==================== spi_master
spi_master, metal layers overlaid:
Bar = 20 µm. Only two layers are drawn.
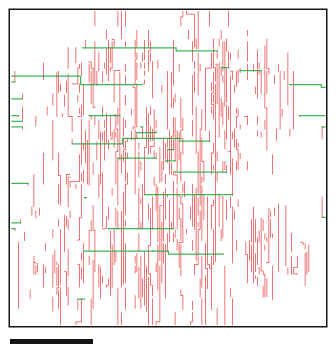

`src/rtl/spi_pkg.sv`:
```
// Shared definitions for the 3-byte SPI master/slave link: FSM encoding,
// frame ID bytes and the slave's register map.
package spi_pkg;

    typedef enum logic [2:0] {
        ST_IDLE  = 3'd0,
        ST_SETUP = 3'd1,
        ST_HIGH  = 3'd2,
        ST_LOW   = 3'd3,
        ST_GAP   = 3'd4
    } spi_state_e;

    localparam logic [7:0] SLAVE_IDW_DEF = 8'hFF;
    localparam logic [7:0] SLAVE_IDR_DEF = 8'h00;

    localparam logic [7:0] REG_ADDR_0 = 8'h10;
    localparam logic [7:0] REG_ADDR_1 = 8'h11;
    localparam logic [7:0] REG_ADDR_2 = 8'h12;
    localparam logic [7:0] REG_ADDR_3 = 8'h13;

    localparam int FRAME_BITS = 24;

    function automatic int max3(input int a, input int b, input int c);
        int m;
        m = (a > b) ? a : b;
        return (m > c) ? m : c;
    endfunction

    function automatic logic is_reg_addr(input logic [7:0] a);
        return (a >= REG_ADDR_0) && (a <= REG_ADDR_3);
    endfunction

endpackage

```
`src/rtl/spi_master_tick.sv`:
```
// Loadable down-counter that times every SPI phase; tick_o marks the last
// cycle of the phase that was loaded.
module spi_master_tick #(
    parameter int WIDTH = 4
) (
    input  logic             clock,
    input  logic             n_reset,
    input  logic             load_i,
    input  logic [WIDTH-1:0] load_val_i,
    output logic             tick_o
);

    logic [WIDTH-1:0] cnt_q;
    logic [WIDTH-1:0] cnt_d;

    always_comb begin
        cnt_d = cnt_q;
        if (load_i) begin
            cnt_d = load_val_i;
        end else if (cnt_q != '0) begin
            cnt_d = cnt_q - 1'b1;
        end
    end

    always_ff @(posedge clock or negedge n_reset) begin
        if (!n_reset) begin
            cnt_q <= '0;
        end else begin
            cnt_q <= cnt_d;
        end
    end

    // Loading N-1 on phase entry gives a phase exactly N cycles long.
    assign tick_o = (cnt_q == '0);

endmodule

```
`src/rtl/spi_master.sv`:
```
// Mode-0 SPI master issuing 24-bit frames (ID, addr, data) to the team slave.
// Handshake: start is accepted only while the registered state is IDLE; busy
// is high from the next cycle until IDLE returns; done pulses once per frame.
module spi_master
    import spi_pkg::*;
#(
    parameter int         CLK_DIV   = 8,
    parameter int         SS_SETUP  = 4,
    parameter int         SS_GAP    = 8,
    parameter logic [7:0] SLAVE_IDW = SLAVE_IDW_DEF,
    parameter logic [7:0] SLAVE_IDR = SLAVE_IDR_DEF
) (
    input  logic       clock,
    input  logic       n_reset,
    input  logic       start,
    input  logic       rw,
    input  logic [7:0] addr,
    input  logic [7:0] wdata,
    output logic       busy,
    output logic       done,
    output logic [7:0] rdata,
    output logic       ss,
    output logic       sclk,
    output logic       mosi,
    input  logic       miso,
    output spi_state_e dbg_state
);

    localparam int DIV_MAX = max3(CLK_DIV, SS_SETUP, SS_GAP);
    localparam int DIV_W   = $clog2(DIV_MAX + 1);

    localparam logic [DIV_W-1:0] LD_DIV   = DIV_W'(CLK_DIV - 1);
    localparam logic [DIV_W-1:0] LD_SETUP = DIV_W'(SS_SETUP - 1);
    localparam logic [DIV_W-1:0] LD_GAP   = DIV_W'(SS_GAP - 1);

    localparam logic [4:0] LAST_CNT  = 5'(FRAME_BITS);
    localparam logic [4:0] RX_FIRST  = 5'd16;

    spi_state_e  state_q, state_d;
    logic [23:0] tx_q, tx_d;
    logic [7:0]  rx_q, rx_d;
    logic [4:0]  bit_cnt_q, bit_cnt_d;
    logic        rw_q, rw_d;
    logic [7:0]  rdata_q, rdata_d;
    logic        done_q, done_d;
    logic        ss_q, ss_d;
    logic        sclk_q, sclk_d;
    logic        busy_q, busy_d;

    logic             tick;
    logic             tick_load;
    logic [DIV_W-1:0] tick_val;
    logic             enter_high;

    spi_master_tick #(
        .WIDTH (DIV_W)
    ) u_tick (
        .clock      (clock),
        .n_reset    (n_reset),
        .load_i     (tick_load),
        .load_val_i (tick_val),
        .tick_o     (tick)
    );

    always_comb begin
        state_d    = state_q;
        tx_d       = tx_q;
        rx_d       = rx_q;
        bit_cnt_d  = bit_cnt_q;
        rw_d       = rw_q;
        rdata_d    = rdata_q;
        done_d     = 1'b0;
        tick_load  = 1'b0;
        tick_val   = '0;
        enter_high = 1'b0;

        unique case (state_q)
            ST_IDLE: begin
                if (start) begin
                    state_d   = ST_SETUP;
                    rw_d      = rw;
                    tx_d      = {rw ? SLAVE_IDR : SLAVE_IDW, addr, rw ? 8'h00 : wdata};
                    bit_cnt_d = '0;
                    tick_load = 1'b1;
                    tick_val  = LD_SETUP;
                end
            end
            ST_SETUP: begin
                if (tick) begin
                    state_d    = ST_HIGH;
                    tick_load  = 1'b1;
                    tick_val   = LD_DIV;
                    enter_high = 1'b1;
                end
            end
            ST_HIGH: begin
                if (tick) begin
                    state_d   = ST_LOW;
                    tick_load = 1'b1;
                    tick_val  = LD_DIV;
                    // Shifting a zero in leaves mosi low once all 24 bits are out.
                    tx_d      = {tx_q[22:0], 1'b0};
                    bit_cnt_d = (bit_cnt_q >= LAST_CNT) ? LAST_CNT : bit_cnt_q + 5'd1;
                end
            end
            ST_LOW: begin
                if (tick) begin
                    tick_load = 1'b1;
                    if (bit_cnt_q < LAST_CNT) begin
                        state_d    = ST_HIGH;
                        tick_val   = LD_DIV;
                        enter_high = 1'b1;
                    end else begin
                        state_d  = ST_GAP;
                        tick_val = LD_GAP;
                        done_d   = 1'b1;
                        if (rw_q) begin
                            rdata_d = rx_q;
                        end
                    end
                end
            end
            ST_GAP: begin
                if (tick) begin
                    state_d = ST_IDLE;
                end
            end
            default: begin
                state_d = ST_IDLE;
            end
        endcase

        // The slave has already settled miso for this bit, so the raw pin is
        // taken on the same edge that raises sclk.
        if (enter_high && rw_q && (bit_cnt_q >= RX_FIRST) && (bit_cnt_q < LAST_CNT)) begin
            rx_d = {rx_q[6:0], miso};
        end

        ss_d   = !(state_d inside {ST_SETUP, ST_HIGH, ST_LOW});
        sclk_d = (state_d == ST_HIGH);
        busy_d = (state_d != ST_IDLE);
    end

    always_ff @(posedge clock or negedge n_reset) begin
        if (!n_reset) begin
            state_q   <= ST_IDLE;
            tx_q      <= '0;
            rx_q      <= '0;
            bit_cnt_q <= '0;
            rw_q      <= 1'b0;
            rdata_q   <= '0;
            done_q    <= 1'b0;
            ss_q      <= 1'b1;
            sclk_q    <= 1'b0;
            busy_q    <= 1'b0;
        end else begin
            state_q   <= state_d;
            tx_q      <= tx_d;
            rx_q      <= rx_d;
            bit_cnt_q <= bit_cnt_d;
            rw_q      <= rw_d;
            rdata_q   <= rdata_d;
            done_q    <= done_d;
            ss_q      <= ss_d;
            sclk_q    <= sclk_d;
            busy_q    <= busy_d;
        end
    end

    assign busy      = busy_q;
    assign done      = done_q;
    assign rdata     = rdata_q;
    assign ss        = ss_q;
    assign sclk      = sclk_q;
    assign mosi      = tx_q[23];
    assign dbg_state = state_q;

endmodule

```
`config.mk`:
```
export PLATFORM = sky130hd
export DESIGN_NAME = spi_master
export DESIGN_NICKNAME = d
export VERILOG_FILES = /design/src/rtl/spi_pkg.sv /design/src/rtl/spi_master_tick.sv /design/src/rtl/spi_master.sv
export SDC_FILE = /design/constraint.sdc
export NUM_CORES = 1
export LEC_CHECK = 0
export ABC_AREA = 1
export CORE_MARGIN = 1.5
export CORE_UTILIZATION = 49
export DETAILED_ROUTE_END_ITERATION = 7
export PLACE_DENSITY = 0.82
export REMOVE_ABC_BUFFERS = 1
export SYNTH_ARGS = -nofsm -noshare
export SYNTH_HDL_FRONTEND = slang
export SYNTH_HIERARCHICAL = 1
export SYNTH_SLANG_ARGS = --single-unit
```
`constraint.sdc`:
```
create_clock -name clock -period 2.1 [get_ports clock]
set_clock_uncertainty 0.2 [all_clocks]
set_input_delay 0.63 -clock clock [delete_from_list [all_inputs] [get_ports clock]]
set_output_delay 0.63 -clock clock [all_outputs]
set_load 0.05 [all_outputs]
```
==================== ecc_host_ctrl
**src/rtl/ecc_host_ctrl.sv**
```systemverilog
// rtl/ecc_host_ctrl.sv - register-mapped host sequencer for the ECC core
// Loads operands over a 32-bit word bus, runs the core and captures its x/y results.
module ecc_host_ctrl #(
    parameter logic [31:0] TIMEOUT = 32'd16000000,
    parameter int          CNT_W   = 32
) (
    input  logic         clk,
    input  logic         rst_n,
    input  logic         wr_en,
    input  logic         rd_en,
    input  logic [5:0]   addr,
    input  logic [31:0]  wdata,
    output logic [31:0]  rdata,
    output logic         irq,
    output logic [1:0]   ecc_op,
    output logic         ecc_en,
    output logic         ecc_clr,
    output logic [255:0] in_kr,
    output logic [255:0] in_ds,
    output logic [255:0] hash_msg,
    output logic [255:0] Qx,
    output logic [255:0] Qy,
    input  logic         ecc_rdy,
    input  logic [255:0] x,
    input  logic [255:0] y
);

    typedef enum logic [1:0] {IDLE, CLR, RUN, ABORT} state_t;

    state_t             state, state_d;
    logic [255:0]       kr_q, ds_q, hash_q, qx_q, qy_q, xr_q, yr_q;
    logic [CNT_W-1:0]   cnt, cnt_inc;
    logic               done, tmo, busy;
    logic               ctrl_wr, stat_wr;
    logic               start_acc, set_done, set_tmo;
    logic [255:0]       row;
    logic [31:0]        rd_word;

    assign busy     = (state != IDLE);
    assign ecc_en   = (state == RUN);
    assign ecc_clr  = (state == CLR) || (state == ABORT);
    assign ctrl_wr  = wr_en && (addr == 6'h38);
    assign stat_wr  = wr_en && (addr == 6'h39);
    assign cnt_inc  = (cnt == '1) ? cnt : cnt + 1'b1;

    assign in_kr    = kr_q;
    assign in_ds    = ds_q;
    assign hash_msg = hash_q;
    assign Qx       = qx_q;
    assign Qy       = qy_q;

    always_ff @(posedge clk or negedge rst_n) begin
        if (!rst_n) state <= IDLE;
        else        state <= state_d;
    end

    always_comb begin
        state_d   = state;
        start_acc = 1'b0;
        set_done  = 1'b0;
        set_tmo   = 1'b0;
        case (state)
            IDLE: begin
                if (ctrl_wr && wdata[0] && !wdata[3]) begin
                    start_acc = 1'b1;
                    state_d   = CLR;
                end
            end
            CLR: state_d = RUN;
            RUN: begin
                // cnt is still zero in the first RUN cycle, which masks a stale rdy
                if (ecc_rdy && (cnt != '0)) begin
                    set_done = 1'b1;
                    state_d  = IDLE;
                end else if ((TIMEOUT != 32'd0) && (32'(cnt_inc) == TIMEOUT)) begin
                    set_tmo = 1'b1;
                    state_d = ABORT;
                end else if (ctrl_wr && wdata[3]) begin
                    state_d = ABORT;
                end
            end
            ABORT:   state_d = IDLE;
            default: state_d = IDLE;
        endcase
    end

    always_comb begin
        row = '0;
        case (addr[5:3])
            3'd0:    row = kr_q;
            3'd1:    row = ds_q;
            3'd2:    row = hash_q;
            3'd3:    row = qx_q;
            3'd4:    row = qy_q;
            3'd5:    row = xr_q;
            3'd6:    row = yr_q;
            default: row = '0;
        endcase
        rd_word = row[{addr[2:0], 5'b0} +: 32];
        if (addr[5:3] == 3'd7) begin
            case (addr[2:0])
                3'd1:    rd_word = {27'd0, ecc_op, tmo, done, busy};
                3'd2:    rd_word = 32'(cnt);
                default: rd_word = 32'd0;
            endcase
        end
    end

    always_ff @(posedge clk or negedge rst_n) begin
        if (!rst_n) begin
            kr_q   <= '0;
            ds_q   <= '0;
            hash_q <= '0;
            qx_q   <= '0;
            qy_q   <= '0;
            xr_q   <= '0;
            yr_q   <= '0;
            cnt    <= '0;
            ecc_op <= 2'd0;
            done   <= 1'b0;
            tmo    <= 1'b0;
            irq    <= 1'b0;
            rdata  <= 32'd0;
        end else begin
            if (wr_en && !busy) begin
                case (addr[5:3])
                    3'd0:    kr_q[{addr[2:0], 5'b0} +: 32]   <= wdata;
                    3'd1:    ds_q[{addr[2:0], 5'b0} +: 32]   <= wdata;
                    3'd2:    hash_q[{addr[2:0], 5'b0} +: 32] <= wdata;
                    3'd3:    qx_q[{addr[2:0], 5'b0} +: 32]   <= wdata;
                    3'd4:    qy_q[{addr[2:0], 5'b0} +: 32]   <= wdata;
                    default: ;
                endcase
            end
            if (set_done) begin
                xr_q <= x;
                yr_q <= y;
            end
            if (start_acc)           cnt <= '0;
            else if (state == RUN)   cnt <= cnt_inc;
            if (start_acc) ecc_op <= wdata[2:1];
            // W1C is checked before the set so a same-cycle clear wins
            if (start_acc)                  done <= 1'b0;
            else if (stat_wr && wdata[1])   done <= 1'b0;
            else if (set_done)              done <= 1'b1;
            if (start_acc)                  tmo <= 1'b0;
            else if (stat_wr && wdata[2])   tmo <= 1'b0;
            else if (set_tmo)               tmo <= 1'b1;
            irq <= done | tmo;
            if (rd_en) rdata <= rd_word;
        end
    end

endmodule

```
**config.mk**
```make
export PLATFORM = sky130hd
export DESIGN_NAME = ecc_host_ctrl
export DESIGN_NICKNAME = d
export VERILOG_FILES = /design/src/rtl/ecc_host_ctrl.sv
export SDC_FILE = /design/constraint.sdc
export NUM_CORES = 2
export LEC_CHECK = 0
export ABC_AREA = 1
export ABC_CLOCK_PERIOD_IN_PS = 5900
export CAP_MARGIN = 0
export CORE_AREA = 3 3 724 726
export CTS_CLUSTER_SIZE = 16
export DETAILED_ROUTE_END_ITERATION = 8
export DIE_AREA = 0 0 727 729
export GPL_TIMING_DRIVEN = 0
export PLACE_DENSITY_LB_ADDON = 0.12
export SLEW_MARGIN = 20
export SYNTH_ARGS = -nofsm -noshare
export SYNTH_HDL_FRONTEND = slang
export SYNTH_SLANG_ARGS = --single-unit
```
**constraint.sdc**
```tcl
create_clock -name clk -period 5.9 [get_ports clk]
set_input_delay 1.18 -clock clk [delete_from_list [all_inputs] [get_ports clk]]
set_output_delay 1.18 -clock clk [all_outputs]
set_load 0.05 [all_outputs]
```
spi_master, routed clock nets over the placement:
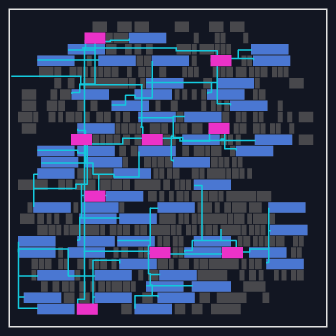
Key: magenta = clock drivers [count 9]; blue = flip-flops [count 57]; cyan = clock wires [length 708 µm]
There are 10 routed clock nets.

## Picture notes: 'metal layers overlaid' of spi_master
Key: red = metal 2 [wire length 2560 µm]; green = metal 3 [wire length 252 µm]

==> flow_metrics.env, spi_master <==
# physical design summary
export IMPL_area_growth_syn_to_layout_pct=29.42
export IMPL_grt_pass1_vias=2109
export IMPL_diodes=0
export IMPL_wl_um=5293
export IMPL_final_layout_top_logic_cells="nand2_1, nand3_1, dfrtp_1"
export IMPL_crit_fanout=20
export IMPL_cp_required_ns=2.12
export IMPL_cts_setup_buffers=0
export IMPL_status="finished clean"
export IMPL_max_stage_delay_ns=0.38
export IMPL_drtAntennaViolNets=0
export IMPL_grtUsageMet3_pct=6.707
export IMPL_yosys_area_top_type_share_pct=53.49
export IMPL_cp_num_cells=8
export IMPL_grt_met2_usage_pct=33.06
export IMPL_pg_seq_uw=1670
export IMPL_synth_seq_cells=57
export IMPL_cp_slowest_cell="dfrtp_1"
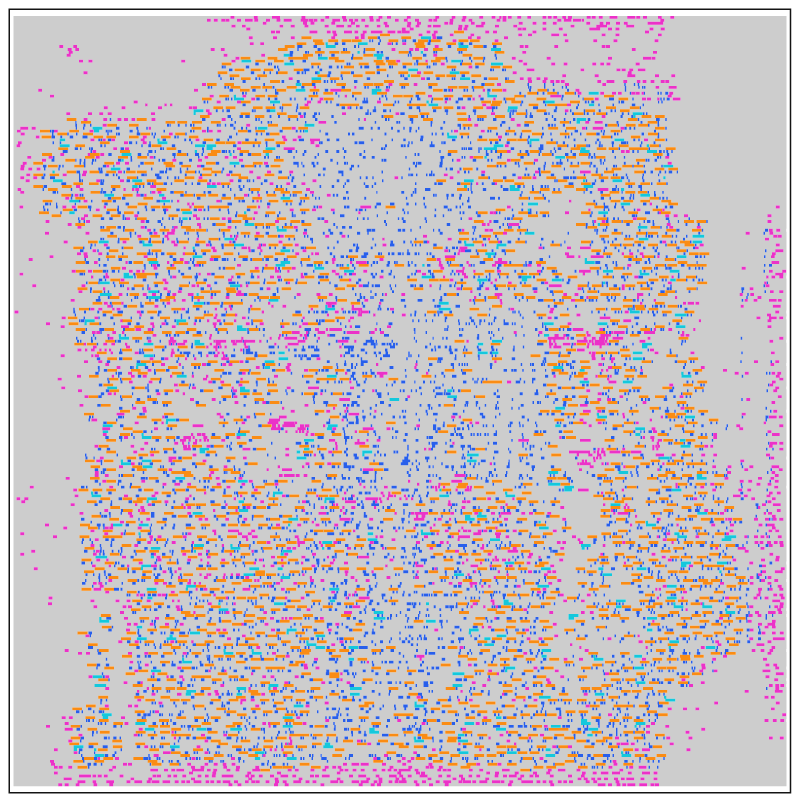
ecc_host_ctrl: placement by cell class
Fill, decap, tap and diode cells in gray.
Key: magenta = remaining buffers and delay cells [cells 2699, share of their area 22%]; cyan = clock drivers and dummy loads [cells 462, share of their area 7.7%]; orange = sequential cells [cells 1863, share of their area 41%]; blue = combinational and other logic [cells 7167, share of their area 29%]
Seq/total area: 38.47%
Finished Core Util: 23.43%
Row Count: 264
Core Region: 517300 µm²

==> flow_metrics.env, ecc_host_ctrl <==
# physical design summary
export IMPL_clkSinkCount=1863
export IMPL_finalNetCount=12555
export IMPL_postCtsHoldBufs=0
export IMPL_finalSetupViolCount=226
export IMPL_yosys_most_used_dff="dfrtp_1"
export IMPL_dp_cells=18645
export IMPL_tightest_slew_ns=1.410
export IMPL_status="complete, but fails checks"
export IMPL_grt_pass1_wl_um=1262000
export IMPL_layout_min_cycle_time_ns=6.115
export IMPL_failed_checks="negative setup slack"
export IMPL_wire_per_inst_um=55.29
export IMPL_layout_setup_ws_ns=-0.2151
export IMPL_fp_util_pct=15.92
export IMPL_grt_ovfl_total=0
export IMPL_final_cell_area_um2=121200

==> gallery <==
Clock nets.
picture 1
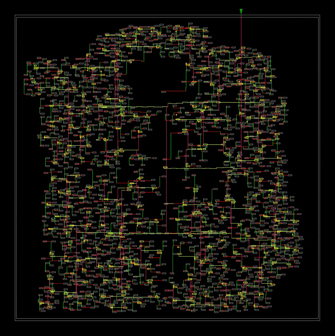
picture 2
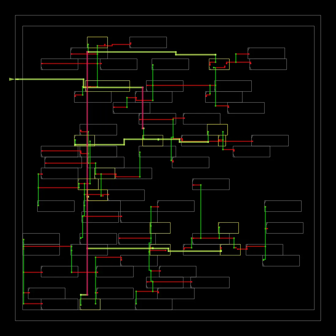
Of these, most clock buffers: picture 1
Of these, most sequential cells: picture 1
picture 1: ecc_host_ctrl
picture 2: spi_master


==================== phase_shift_ctl_flat
<file path="config.mk">
export PLATFORM = sky130hd
export DESIGN_NAME = phase_shift_ctl_flat
export DESIGN_NICKNAME = d
export VERILOG_FILES = /design/src/rtl/phase_shift_ctl_pkg.sv /design/src/rtl/phase_shift_ctl_if.sv /design/src/rtl/phase_step_timer.sv /design/src/rtl/phase_shift_ctl.sv /design/src/flat_wrapper.sv
export SDC_FILE = /design/constraint.sdc
export NUM_CORES = 1
export LEC_CHECK = 0
export CORE_AREA = 4 4 59 114
export CTS_CLUSTER_SIZE = 25
export DETAILED_ROUTE_END_ITERATION = 12
export DIE_AREA = 0 0 63 118
export MAX_ROUTING_LAYER = met4
export SETUP_SLACK_MARGIN = 0.15
export SLEW_MARGIN = 20
export SYNTH_ARGS = -nofsm -noshare
export SYNTH_HDL_FRONTEND = slang
export SYNTH_HIERARCHICAL = 1
export SYNTH_SLANG_ARGS = --single-unit
</file>
<file path="constraint.sdc">
create_clock -name clk -period 3.2 [get_ports clk]
set_input_delay 0.64 -clock clk [delete_from_list [all_inputs] [get_ports clk]]
set_output_delay 0.64 -clock clk [all_outputs]
set_load 0.02 [all_outputs]
</file>
<file path="src/rtl/phase_shift_ctl_pkg.sv">
// Shared types and defaults for the DCM dynamic phase-shift sequencer.
package phase_shift_ctl_pkg;

  localparam int PHASE_W         = 9;
  localparam int PHASE_MAX_DEF   = 255;
  localparam int TIMEOUT_CYC_DEF = 1024;
  localparam int TO_W_DEF        = 10;

  typedef enum logic [1:0] {
    IDLE = 2'd0,
    STEP = 2'd1,
    WAIT = 2'd2
  } ps_state_e;

  typedef logic signed [PHASE_W-1:0] phase_t;

  // Saturate a requested phase into the legal symmetric range.
  function automatic phase_t clamp_phase(input phase_t p, input int pmax);
    if (int'(p) > pmax)  return phase_t'(pmax);
    if (int'(p) < -pmax) return phase_t'(-pmax);
    return p;
  endfunction

endpackage

</file>
<file path="src/rtl/phase_shift_ctl_if.sv">
// Register-block and DCM phase-shift port bundle for phase_shift_ctl.
interface phase_shift_ctl_if;
  import phase_shift_ctl_pkg::*;

  logic [PHASE_W-1:0] phase_i;
  logic               phase_ld_i;
  logic               dcm_psdone_i;
  logic               dcm_locked_i;
  logic               dcm_psen_o;
  logic               dcm_psincdec_o;
  logic [PHASE_W-1:0] phase_o;
  logic               busy_o;
  logic               done_o;
  logic               err_o;

  // master: register block + DCM side; slave: the sequencer
  modport master (
    output phase_i, phase_ld_i, dcm_psdone_i, dcm_locked_i,
    input  dcm_psen_o, dcm_psincdec_o, phase_o, busy_o, done_o, err_o
  );

  modport slave (
    input  phase_i, phase_ld_i, dcm_psdone_i, dcm_locked_i,
    output dcm_psen_o, dcm_psincdec_o, phase_o, busy_o, done_o, err_o
  );
endinterface

</file>
<file path="src/rtl/phase_step_timer.sv">
// Loadable saturating up-counter with terminal-count flag (psdone timeout).
module phase_step_timer #(
  parameter int W    = 10,
  parameter int TERM = 1023
) (
  input  logic clk,
  input  logic reset,
  input  logic clr,
  input  logic en,
  output logic tc
);
  localparam logic [W-1:0] TERM_C = W'(TERM);

  logic [W-1:0] cnt;

  always_ff @(posedge clk) begin
    if (reset || clr)      cnt <= '0;
    else if (en && !tc)    cnt <= cnt + 1'b1;
  end

  assign tc = (cnt == TERM_C);
endmodule

</file>
<file path="src/rtl/phase_shift_ctl.sv">
// Steps the DCM phase-shift port one PSEN at a time toward a host target phase,
// tracking the applied phase and reporting done / error.
module phase_shift_ctl
  import phase_shift_ctl_pkg::*;
#(
  parameter int PHASE_MAX   = PHASE_MAX_DEF,
  parameter int TIMEOUT_CYC = TIMEOUT_CYC_DEF,
  parameter int TO_W        = TO_W_DEF
) (
  input  logic clk,
  input  logic reset_i,
  phase_shift_ctl_if.slave ps
);

  ps_state_e state;
  phase_t    target;
  phase_t    phase_q;
  phase_t    phase_nxt;
  logic      dir_q;
  logic      done_q;
  logic      err_q;
  logic      to_tc;
  logic      locked;
  logic      pending;
  logic      up_req;

  assign locked    = ps.dcm_locked_i;
  assign up_req    = (target > phase_q);
  assign pending   = (target != phase_q) && !err_q && locked;
  assign phase_nxt = dir_q ? phase_q + phase_t'(1) : phase_q - phase_t'(1);

  phase_step_timer #(
    .W    (TO_W),
    .TERM (TIMEOUT_CYC - 1)
  ) u_timer (
    .clk   (clk),
    .reset (reset_i),
    .clr   (state == STEP),
    .en    (state == WAIT),
    .tc    (to_tc)
  );

  always_ff @(posedge clk) begin
    if (reset_i) begin
      state   <= IDLE;
      target  <= '0;
      phase_q <= '0;
      dir_q   <= 1'b0;
      done_q  <= 1'b0;
      err_q   <= 1'b0;
    end else begin
      // A new load clears status; error sets below are later and take priority.
      if (ps.phase_ld_i) begin
        target <= clamp_phase(phase_t'(ps.phase_i), PHASE_MAX);
        done_q <= 1'b0;
        err_q  <= 1'b0;
      end

      if (!locked) begin
        // DCM drops its accumulated shift on relock.
        phase_q <= '0;
        state   <= IDLE;
        if (state != IDLE) err_q <= 1'b1;
      end else begin
        case (state)
          IDLE: begin
            if (target == phase_q) begin
              if (!ps.phase_ld_i) done_q <= 1'b1;
            end else if (!err_q) begin
              state <= STEP;
            end
          end
          STEP: begin
            dir_q <= up_req;
            state <= WAIT;
          end
          WAIT: begin
            if (ps.dcm_psdone_i) begin
              phase_q <= phase_nxt;
              state   <= IDLE;
              if (!ps.phase_ld_i && phase_nxt == target) done_q <= 1'b1;
            end else if (to_tc) begin
              err_q <= 1'b1;
              state <= IDLE;
            end
          end
          default: state <= IDLE;
        endcase
      end
    end
  end

  // Gated so PSEN drops in the very cycle reset or lock loss is seen.
  assign ps.dcm_psen_o     = (state == STEP) && locked && !reset_i;
  assign ps.dcm_psincdec_o = (state == STEP) && locked && !reset_i && up_req;
  assign ps.phase_o        = phase_q;
  assign ps.busy_o         = (state != IDLE) || pending;
  assign ps.done_o         = done_q;
  assign ps.err_o          = err_q;

endmodule

</file>
<file path="src/flat_wrapper.sv">
// flat-port wrapper written by rule: the top's interface ports become plain ports
module phase_shift_ctl_flat import phase_shift_ctl_pkg::*;
#(
  parameter int PHASE_MAX   = PHASE_MAX_DEF,
  parameter int TIMEOUT_CYC = TIMEOUT_CYC_DEF,
  parameter int TO_W        = TO_W_DEF
)
  (clk, reset_i, ps_phase_i, ps_phase_ld_i, ps_dcm_psdone_i, ps_dcm_locked_i, ps_dcm_psen_o, ps_dcm_psincdec_o, ps_phase_o, ps_busy_o, ps_done_o, ps_err_o);
  phase_shift_ctl_if ps_i ();
  input  logic clk;
  input  logic reset_i;
  input wire logic [$bits(ps_i.phase_i)-1:0] ps_phase_i;
  input wire logic [$bits(ps_i.phase_ld_i)-1:0] ps_phase_ld_i;
  input wire logic [$bits(ps_i.dcm_psdone_i)-1:0] ps_dcm_psdone_i;
  input wire logic [$bits(ps_i.dcm_locked_i)-1:0] ps_dcm_locked_i;
  output wire logic [$bits(ps_i.dcm_psen_o)-1:0] ps_dcm_psen_o;
  output wire logic [$bits(ps_i.dcm_psincdec_o)-1:0] ps_dcm_psincdec_o;
  output wire logic [$bits(ps_i.phase_o)-1:0] ps_phase_o;
  output wire logic [$bits(ps_i.busy_o)-1:0] ps_busy_o;
  output wire logic [$bits(ps_i.done_o)-1:0] ps_done_o;
  output wire logic [$bits(ps_i.err_o)-1:0] ps_err_o;
  assign ps_i.phase_i = ps_phase_i;
  assign ps_i.phase_ld_i = ps_phase_ld_i;
  assign ps_i.dcm_psdone_i = ps_dcm_psdone_i;
  assign ps_i.dcm_locked_i = ps_dcm_locked_i;
  assign ps_dcm_psen_o = ps_i.dcm_psen_o;
  assign ps_dcm_psincdec_o = ps_i.dcm_psincdec_o;
  assign ps_phase_o = ps_i.phase_o;
  assign ps_busy_o = ps_i.busy_o;
  assign ps_done_o = ps_i.done_o;
  assign ps_err_o = ps_i.err_o;
  phase_shift_ctl #(.PHASE_MAX(PHASE_MAX), .TIMEOUT_CYC(TIMEOUT_CYC), .TO_W(TO_W)) u_core (.clk(clk), .reset_i(reset_i), .ps(ps_i));
endmodule
</file>
==================== vdp_vram_arbiter
--- src/rtl/vdp_vram_arbiter.sv ---
// Three-way VRAM port arbiter for sprite, background and CPU requesters.
// One access per cycle, registered RAM strobes, fixed two-cycle read return.
module vdp_vram_arbiter #(
  parameter int unsigned STARVE_MAX = 8
) (
  input  logic        clk,
  input  logic        rst,
  input  logic        vblank,
  input  logic        spr_req,
  input  logic [13:0] spr_addr,
  input  logic        bg_req,
  input  logic [13:0] bg_addr,
  input  logic        cpu_req,
  input  logic        cpu_we,
  input  logic [13:0] cpu_addr,
  input  logic [7:0]  cpu_wdata,
  output logic        spr_gnt,
  output logic        bg_gnt,
  output logic        cpu_gnt,
  output logic        ram_en,
  output logic        ram_we,
  output logic [13:0] ram_addr,
  output logic [7:0]  ram_wdata,
  input  logic [7:0]  ram_rdata,
  output logic [7:0]  rdata,
  output logic        spr_rvalid,
  output logic        bg_rvalid,
  output logic        cpu_rvalid
);

  typedef enum logic {StActive, StBlank} mode_e;
  typedef enum logic [1:0] {IdSpr, IdBg, IdCpu} req_id_e;

  localparam logic [3:0] StarveMax = 4'(STARVE_MAX);

  mode_e       mode_q, mode_d;
  logic        blank_mode;
  logic [3:0]  starve_q, starve_d;
  logic        promoted;
  logic        any_gnt;
  logic        rd_gnt;
  logic [13:0] gnt_addr;
  req_id_e     gnt_id;
  logic        ram_en_q, ram_we_q;
  logic [13:0] ram_addr_q;
  logic [7:0]  ram_wdata_q;
  logic        tag1_valid_q;
  req_id_e     tag1_id_q;
  logic [2:0]  rvalid_q, rvalid_d;

  // Display mode FSM: follows vblank one cycle late.
  always_ff @(posedge clk) begin
    if (rst) begin
      mode_q <= StActive;
    end else begin
      mode_q <= mode_d;
    end
  end

  always_comb begin
    mode_d = mode_q;
    unique case (mode_q)
      StActive: if (vblank)  mode_d = StBlank;
      StBlank:  if (!vblank) mode_d = StActive;
    endcase
  end

  always_comb begin
    blank_mode = (mode_q == StBlank);
  end

  assign promoted = (starve_q == StarveMax);

  // CPU first in BLANK or when starved; otherwise spr > bg > cpu.
  always_comb begin
    spr_gnt = 1'b0;
    bg_gnt  = 1'b0;
    cpu_gnt = 1'b0;
    if (!rst) begin
      if (cpu_req && (blank_mode || promoted)) cpu_gnt = 1'b1;
      else if (spr_req)                        spr_gnt = 1'b1;
      else if (bg_req)                         bg_gnt  = 1'b1;
      else if (cpu_req)                        cpu_gnt = 1'b1;
    end
  end

  always_comb begin
    gnt_addr = cpu_addr;
    gnt_id   = IdCpu;
    if (spr_gnt) begin
      gnt_addr = spr_addr;
      gnt_id   = IdSpr;
    end else if (bg_gnt) begin
      gnt_addr = bg_addr;
      gnt_id   = IdBg;
    end
  end

  assign any_gnt = spr_gnt | bg_gnt | cpu_gnt;
  assign rd_gnt  = any_gnt & ~(cpu_gnt & cpu_we);

  always_comb begin
    starve_d = '0;
    if (cpu_req && !cpu_gnt) begin
      starve_d = promoted ? starve_q : starve_q + 4'd1;
    end
  end

  always_comb begin
    rvalid_d = '0;
    if (tag1_valid_q) begin
      unique case (tag1_id_q)
        IdSpr:   rvalid_d[0] = 1'b1;
        IdBg:    rvalid_d[1] = 1'b1;
        IdCpu:   rvalid_d[2] = 1'b1;
        default: rvalid_d    = '0;
      endcase
    end
  end

  always_ff @(posedge clk) begin
    if (rst) begin
      starve_q     <= '0;
      ram_en_q     <= 1'b0;
      ram_we_q     <= 1'b0;
      ram_addr_q   <= '0;
      ram_wdata_q  <= '0;
      tag1_valid_q <= 1'b0;
      tag1_id_q    <= IdSpr;
      rvalid_q     <= '0;
    end else begin
      starve_q <= starve_d;
      ram_en_q <= any_gnt;
      ram_we_q <= cpu_gnt & cpu_we;
      // Address and data hold across idle cycles.
      if (any_gnt) begin
        ram_addr_q  <= gnt_addr;
        ram_wdata_q <= cpu_gnt ? cpu_wdata : 8'h00;
      end
      tag1_valid_q <= rd_gnt;
      tag1_id_q    <= gnt_id;
      rvalid_q     <= rvalid_d;
    end
  end

  assign ram_en     = ram_en_q;
  assign ram_we     = ram_we_q;
  assign ram_addr   = ram_addr_q;
  assign ram_wdata  = ram_wdata_q;
  assign rdata      = ram_rdata;
  assign spr_rvalid = rvalid_q[0];
  assign bg_rvalid  = rvalid_q[1];
  assign cpu_rvalid = rvalid_q[2];

endmodule

--- config.mk ---
export PLATFORM = sky130hd
export DESIGN_NAME = vdp_vram_arbiter
export DESIGN_NICKNAME = d
export VERILOG_FILES = /design/src/rtl/vdp_vram_arbiter.sv
export SDC_FILE = /design/constraint.sdc
export NUM_CORES = 1
export LEC_CHECK = 0
export CAP_MARGIN = 25
export CELL_PAD_IN_SITES_DETAIL_PLACEMENT = 0
export CELL_PAD_IN_SITES_GLOBAL_PLACEMENT = 1
export CORE_UTILIZATION = 25
export DETAILED_ROUTE_END_ITERATION = 12
export PLACE_DENSITY_LB_ADDON = 0.1
export SYNTH_ARGS = -nofsm -noshare
export SYNTH_HDL_FRONTEND = slang
export SYNTH_SLANG_ARGS = --single-unit
--- constraint.sdc ---
create_clock -name clk -period 2.3 [get_ports clk]
set_clock_uncertainty 0.05 [all_clocks]
set_input_delay 0.575 -clock clk [delete_from_list [all_inputs] [get_ports clk]]
set_output_delay 0.575 -clock clk [all_outputs]
set_load 0.02 [all_outputs]
==================== decode_stage
$ cat src/rtl/pipeline_pkg.sv
// Shared decode constants for the pipeline: opcodes, R-type functs,
// ALUControl encodings, CtrlE bit positions and a sign-extension helper.
package pipeline_pkg;

    typedef enum logic [5:0] {
        OP_RTYPE = 6'b000000,
        OP_J     = 6'b000010,
        OP_BEQ   = 6'b000100,
        OP_BNE   = 6'b000101,
        OP_ADDI  = 6'b001000,
        OP_LW    = 6'b100011,
        OP_SW    = 6'b101011
    } opcode_e;

    typedef enum logic [5:0] {
        FN_ADD = 6'b100000,
        FN_SUB = 6'b100010,
        FN_AND = 6'b100100,
        FN_OR  = 6'b100101,
        FN_SLT = 6'b101010
    } funct_e;

    typedef enum logic [2:0] {
        ALU_AND = 3'b000,
        ALU_OR  = 3'b001,
        ALU_ADD = 3'b010,
        ALU_SUB = 3'b110,
        ALU_SLT = 3'b111
    } alu_ctrl_e;

    // CtrlE layout: {RegWrite, MemtoReg, MemWrite, ALUControl[2:0], ALUSrc, RegDst}
    localparam int unsigned CTRL_W        = 8;
    localparam int unsigned CTRL_REGWRITE = 7;
    localparam int unsigned CTRL_MEMTOREG = 6;
    localparam int unsigned CTRL_MEMWRITE = 5;
    localparam int unsigned CTRL_ALU_MSB  = 4;
    localparam int unsigned CTRL_ALU_LSB  = 2;
    localparam int unsigned CTRL_ALUSRC   = 1;
    localparam int unsigned CTRL_REGDST   = 0;

    function automatic logic [31:0] sign_ext(input logic [15:0] imm);
        return {{16{imm[15]}}, imm};
    endfunction

endpackage

$ cat src/rtl/reg_file.sv
// 32x32 register file: two combinational read ports with write-to-read
// bypass, one synchronous write port, r0 hardwired to zero.
module reg_file
    import pipeline_pkg::*;
(
    input  logic        clk,
    input  logic        rst,
    input  logic [4:0]  ra1,
    input  logic [4:0]  ra2,
    output logic [31:0] rd1,
    output logic [31:0] rd2,
    input  logic        we,
    input  logic [4:0]  wa,
    input  logic [31:0] wd
);

    logic [31:0] regs [32];

    // Synchronous write; reset clears every register and discards a same-edge write.
    always_ff @(posedge clk or posedge rst) begin
        if (rst) begin
            regs <= '{default: '0};
        end else if (we && (wa != 5'd0)) begin
            regs[wa] <= wd;
        end
    end

    // Combinational reads: r0 is zero, a matching writeback is returned the same cycle.
    always_comb begin
        rd1 = regs[ra1];
        rd2 = regs[ra2];
        if (we && (wa == ra1)) rd1 = wd;
        if (we && (wa == ra2)) rd2 = wd;
        if (ra1 == 5'd0) rd1 = '0;
        if (ra2 == 5'd0) rd2 = '0;
    end

endmodule

$ cat src/rtl/decode_stage.sv
// Decode stage: main decoder, register file read, early branch/jump
// resolution in D, and the ID/EX pipeline register.
module decode_stage
    import pipeline_pkg::*;
(
    input  logic        clk,
    input  logic        rst,
    input  logic [31:0] InstrD,
    input  logic [31:0] PCPlus4D,
    input  logic        RegWriteW,
    input  logic [4:0]  WriteRegW,
    input  logic [31:0] ResultW,
    input  logic        FlushE,
    output logic        PCSrcD,
    output logic [31:0] PCBranchD,
    output logic        BranchD,
    output logic [4:0]  RsD,
    output logic [4:0]  RtD,
    output logic [7:0]  CtrlE,
    output logic [31:0] RD1E,
    output logic [31:0] RD2E,
    output logic [4:0]  RsE,
    output logic [4:0]  RtE,
    output logic [4:0]  RdE,
    output logic [31:0] SignImmE
);

    logic [5:0]        op;
    logic [5:0]        funct;
    logic [CTRL_W-1:0] ctrl_d;
    alu_ctrl_e         r_alu;
    logic              r_ok;
    logic              is_beq;
    logic              is_bne;
    logic              is_j;
    logic [31:0]       rd1;
    logic [31:0]       rd2;
    logic [31:0]       sign_imm;
    logic              regs_equal;

    assign op       = InstrD[31:26];
    assign funct    = InstrD[5:0];
    assign RsD      = InstrD[25:21];
    assign RtD      = InstrD[20:16];
    assign sign_imm = sign_ext(InstrD[15:0]);

    reg_file u_reg_file (
        .clk (clk),
        .rst (rst),
        .ra1 (InstrD[25:21]),
        .ra2 (InstrD[20:16]),
        .rd1 (rd1),
        .rd2 (rd2),
        .we  (RegWriteW),
        .wa  (WriteRegW),
        .wd  (ResultW)
    );

    // Main decoder; branches and jumps resolve here, so their E-stage controls stay zero.
    always_comb begin
        ctrl_d = '0;
        r_alu  = ALU_ADD;
        r_ok   = 1'b1;
        is_beq = 1'b0;
        is_bne = 1'b0;
        is_j   = 1'b0;
        case (op)
            OP_RTYPE: begin
                case (funct)
                    FN_ADD:  r_alu = ALU_ADD;
                    FN_SUB:  r_alu = ALU_SUB;
                    FN_AND:  r_alu = ALU_AND;
                    FN_OR:   r_alu = ALU_OR;
                    FN_SLT:  r_alu = ALU_SLT;
                    default: r_ok  = 1'b0;
                endcase
                if (r_ok) begin
                    ctrl_d[CTRL_REGWRITE]             = 1'b1;
                    ctrl_d[CTRL_ALU_MSB:CTRL_ALU_LSB] = r_alu;
                    ctrl_d[CTRL_REGDST]               = 1'b1;
                end
            end
            OP_LW: begin
                ctrl_d[CTRL_REGWRITE]             = 1'b1;
                ctrl_d[CTRL_MEMTOREG]             = 1'b1;
                ctrl_d[CTRL_ALU_MSB:CTRL_ALU_LSB] = ALU_ADD;
                ctrl_d[CTRL_ALUSRC]               = 1'b1;
            end
            OP_SW: begin
                ctrl_d[CTRL_MEMWRITE]             = 1'b1;
                ctrl_d[CTRL_ALU_MSB:CTRL_ALU_LSB] = ALU_ADD;
                ctrl_d[CTRL_ALUSRC]               = 1'b1;
            end
            OP_ADDI: begin
                ctrl_d[CTRL_REGWRITE]             = 1'b1;
                ctrl_d[CTRL_ALU_MSB:CTRL_ALU_LSB] = ALU_ADD;
                ctrl_d[CTRL_ALUSRC]               = 1'b1;
            end
            OP_BEQ:  is_beq = 1'b1;
            OP_BNE:  is_bne = 1'b1;
            OP_J:    is_j   = 1'b1;
            default: ;
        endcase
    end

    assign regs_equal = (rd1 == rd2);
    assign BranchD    = is_beq | is_bne;
    assign PCSrcD     = (is_beq & regs_equal) | (is_bne & ~regs_equal) | is_j;
    assign PCBranchD  = is_j ? {PCPlus4D[31:26], InstrD[25:0]} : (PCPlus4D + sign_imm);

    // ID/EX register: reset and flush both load an all-zero bubble.
    always_ff @(posedge clk or posedge rst) begin
        if (rst) begin
            CtrlE    <= '0;
            RD1E     <= '0;
            RD2E     <= '0;
            RsE      <= '0;
            RtE      <= '0;
            RdE      <= '0;
            SignImmE <= '0;
        end else if (FlushE) begin
            CtrlE    <= '0;
            RD1E     <= '0;
            RD2E     <= '0;
            RsE      <= '0;
            RtE      <= '0;
            RdE      <= '0;
            SignImmE <= '0;
        end else begin
            CtrlE    <= ctrl_d;
            RD1E     <= rd1;
            RD2E     <= rd2;
            RsE      <= InstrD[25:21];
            RtE      <= InstrD[20:16];
            RdE      <= InstrD[15:11];
            SignImmE <= sign_imm;
        end
    end

endmodule
$ cat config.mk
export PLATFORM = sky130hd
export DESIGN_NAME = decode_stage
export DESIGN_NICKNAME = d
export VERILOG_FILES = /design/src/rtl/pipeline_pkg.sv /design/src/rtl/reg_file.sv /design/src/rtl/decode_stage.sv
export SDC_FILE = /design/constraint.sdc
export NUM_CORES = 2
export LEC_CHECK = 0
export CORE_MARGIN = 2
export CORE_UTILIZATION = 55
export DETAILED_ROUTE_END_ITERATION = 8
export MAX_ROUTING_LAYER = met4
export PLACE_DENSITY = 0.74
export SLEW_MARGIN = 5
export SYNTH_ARGS = -nofsm -noshare
export SYNTH_HDL_FRONTEND = slang
export SYNTH_SLANG_ARGS = --single-unit
$ cat constraint.sdc
create_clock -name clk -period 57.4 [get_ports clk]
set_clock_uncertainty 0.1 [all_clocks]
set_input_delay 5.74 -clock clk [delete_from_list [all_inputs] [get_ports clk]]
set_output_delay 5.74 -clock clk [all_outputs]
set_load 0.03 [all_outputs]

==> layout pictures side by side <==
Supply network.
panel A
Bar = 100 µm. Pins as bars on the die edge.
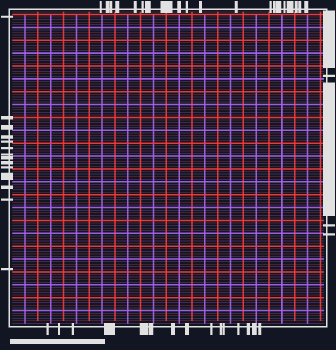
panel B
Bar = 20 µm. Pins as bars on the die edge.
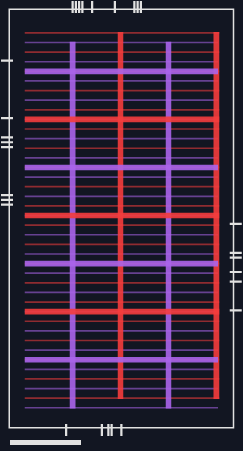
panel C
Bar = 20 µm. Pins as bars on the die edge.
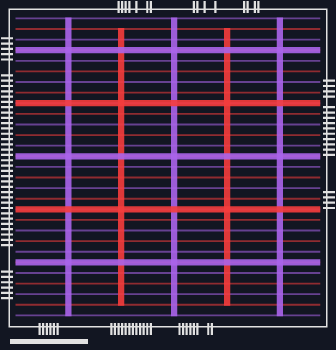
| from | picture |
|---|---|
| phase_shift_ctl_flat | panel B |
| decode_stage | panel A |
| vdp_vram_arbiter | panel C |

Key to panel B:
Key: red = VDD; purple = VSS
28 signal pins sit on the boundary. The core has 39 rows. 40 met1 rails follow the rows. 7 straps on met5.

decode_stage, routed clock nets over the placement:
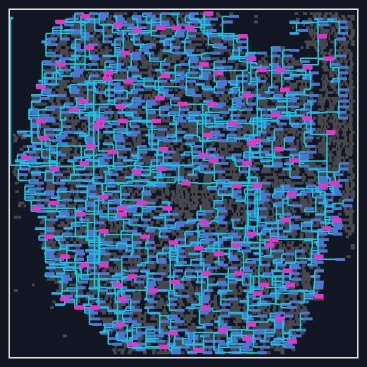
Key: magenta = clock drivers [count 117]; cyan = clock wires [length 14000 µm]; blue = flip-flops [count 1122]
Position of the flops: all over the die.

==> flow_metrics.env, decode_stage <==
# physical design summary
export IMPL_fin_total_pwr_uw=2351
export IMPL_status="finished clean"
export IMPL_synth_async_reset_ratio_pct=100.0
export IMPL_gp_congestion=0.8969
export IMPL_rows=121
export IMPL_antenna_found_initial=10
export IMPL_insertion_delay_ns=0.75
export IMPL_cap_violations=0
export IMPL_ff2ff_path_depth=6
export IMPL_clkCellAreaFrac_pct=6.195
export IMPL_sh_seq_area_pct=41.73
export IMPL_holdCritPathClass="reg -> reg"
export IMPL_grt_usage_pct=35.00
export IMPL_dp_cells=5638
export IMPL_fill_cells=8081
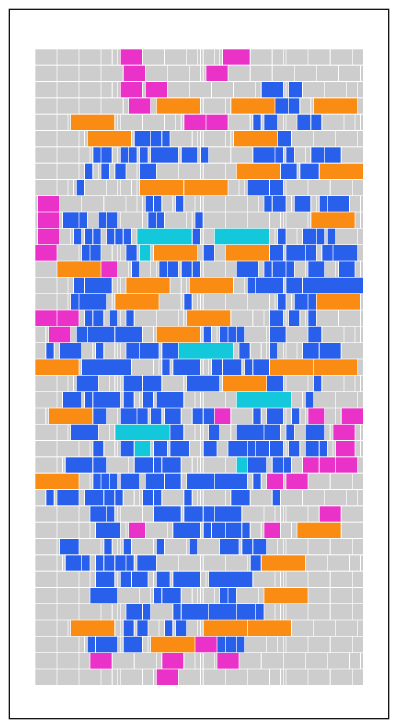
phase_shift_ctl_flat: placement by cell class
Fill, decap, tap and diode cells in gray.
Key: cyan = clock drivers and dummy loads [cells 8, share of their area 5.2%]; blue = combinational and other logic [cells 250, share of their area 59%]; orange = sequential cells [cells 33, share of their area 24%]; magenta = remaining buffers and delay cells [cells 35, share of their area 12%]
Seq/total area: 23.41%
Row Count: 39
Finished Core Util: 48.59%
Core Region: 5807 µm²

==> flow_metrics.env, phase_shift_ctl_flat <==
# physical design summary
export IMPL_status="finished clean"
export IMPL_root_buffer="clkbuf_16"
export IMPL_vias_per_cell=5.698
export IMPL_diodes=0
export IMPL_worstSetupPathType="reg -> out"
export IMPL_clk_power_uw=472
export IMPL_grt_max_degree=18
export IMPL_clkCellAreaFrac_pct=5.055
export IMPL_antenna_found_initial=0
export IMPL_cts_setup_buffers=0
export IMPL_cp_arrival_ns=2.21
export IMPL_comb_multi_input_count=230
export IMPL_drv_slew=0
export IMPL_ys_sh_aoi_pct=18.51
export IMPL_whs_ns=0.4908
export IMPL_die_w_um=63
export IMPL_cp_slowest_cell="dlygate4sd2_1"
export IMPL_whs_endpoint="u_core/u_timer/cnt[1]$_SDFFE_PP0P_"
export IMPL_die_y_um=118
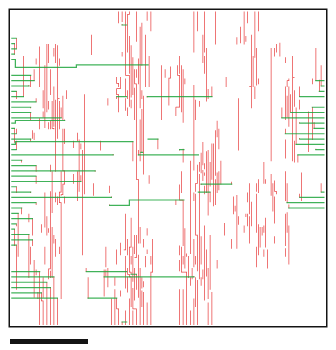
vdp_vram_arbiter: metal layers overlaid
Bar = 20 µm. Only two layers are drawn.
Key: red = metal 2 [wire length 2130 µm]; green = metal 3 [wire length 551 µm]
via count: 1532
Total GRT Usage: 14.16%
final WL: 4606 µm
WL/cell: 14.13 µm

==> flow_metrics.env, vdp_vram_arbiter <==
# physical design summary
export IMPL_boundaryPins=103
export IMPL_drtAntennaViolNets=0
export IMPL_finalSetupViolCount=1
export IMPL_grt_pass1_wl_um=6996
export IMPL_status="complete, but fails checks"
export IMPL_fill_cells=586
export IMPL_yosys_most_used_dff="dfxtp_1"
export IMPL_crit_fanout=4
export IMPL_largest_class="buffers"
export IMPL_dpl_instance_area_um2=2521
export IMPL_finalCritPeriodShare_pct=100.5
export IMPL_cp_arrival_ns=1.69
export IMPL_ys_sh_simple_pct=14.82
export IMPL_layout_setup_ws_ns=-0.01248
export IMPL_ir_worst_vdd_mv=0.2655
export IMPL_largest_register_ffs=14
export IMPL_fp_util_pct=26.22
export IMPL_busiest_layer="met2"
export IMPL_failed_checks="negative setup slack"
export IMPL_gp_congestion=0.7460
export IMPL_diodes=0
export IMPL_grtUsageMet3_pct=6.742
export IMPL_die_y_um=81.03
export IMPL_syn_area_per_cell_um2=9.821


==> gallery <==
Metal layers overlaid.
Plate I
Bar = 100 µm. Only two layers are drawn.
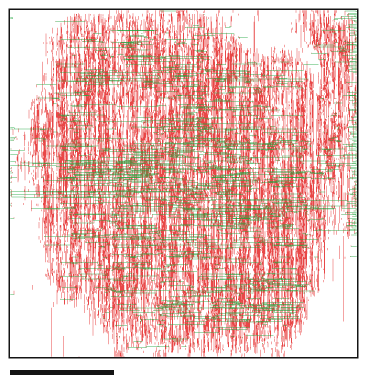
Plate II
Bar = 20 µm. Only two layers are drawn.
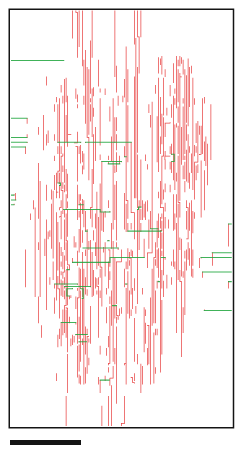
Plate III
Bar = 200 µm. Only two layers are drawn.
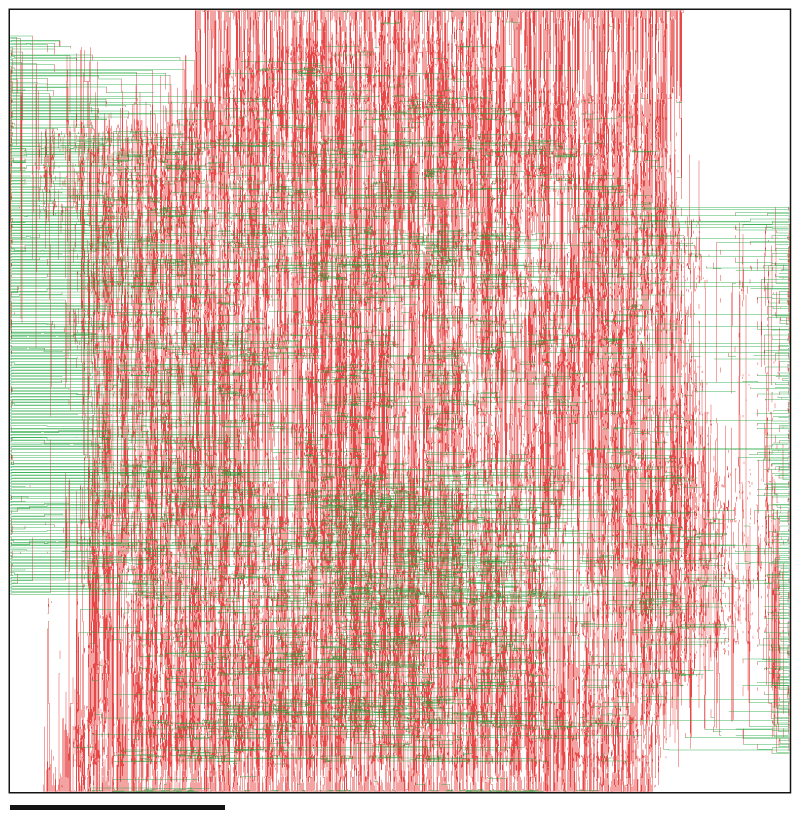
Of these, least wire: Plate II
Of these, most wire: Plate III
Plate II -> phase_shift_ctl_flat
Plate I -> decode_stage
Plate III -> ecc_host_ctrl

Key to Plate III:
Key: red = metal 2 [wire length 446 mm]; green = metal 3 [wire length 120 mm]

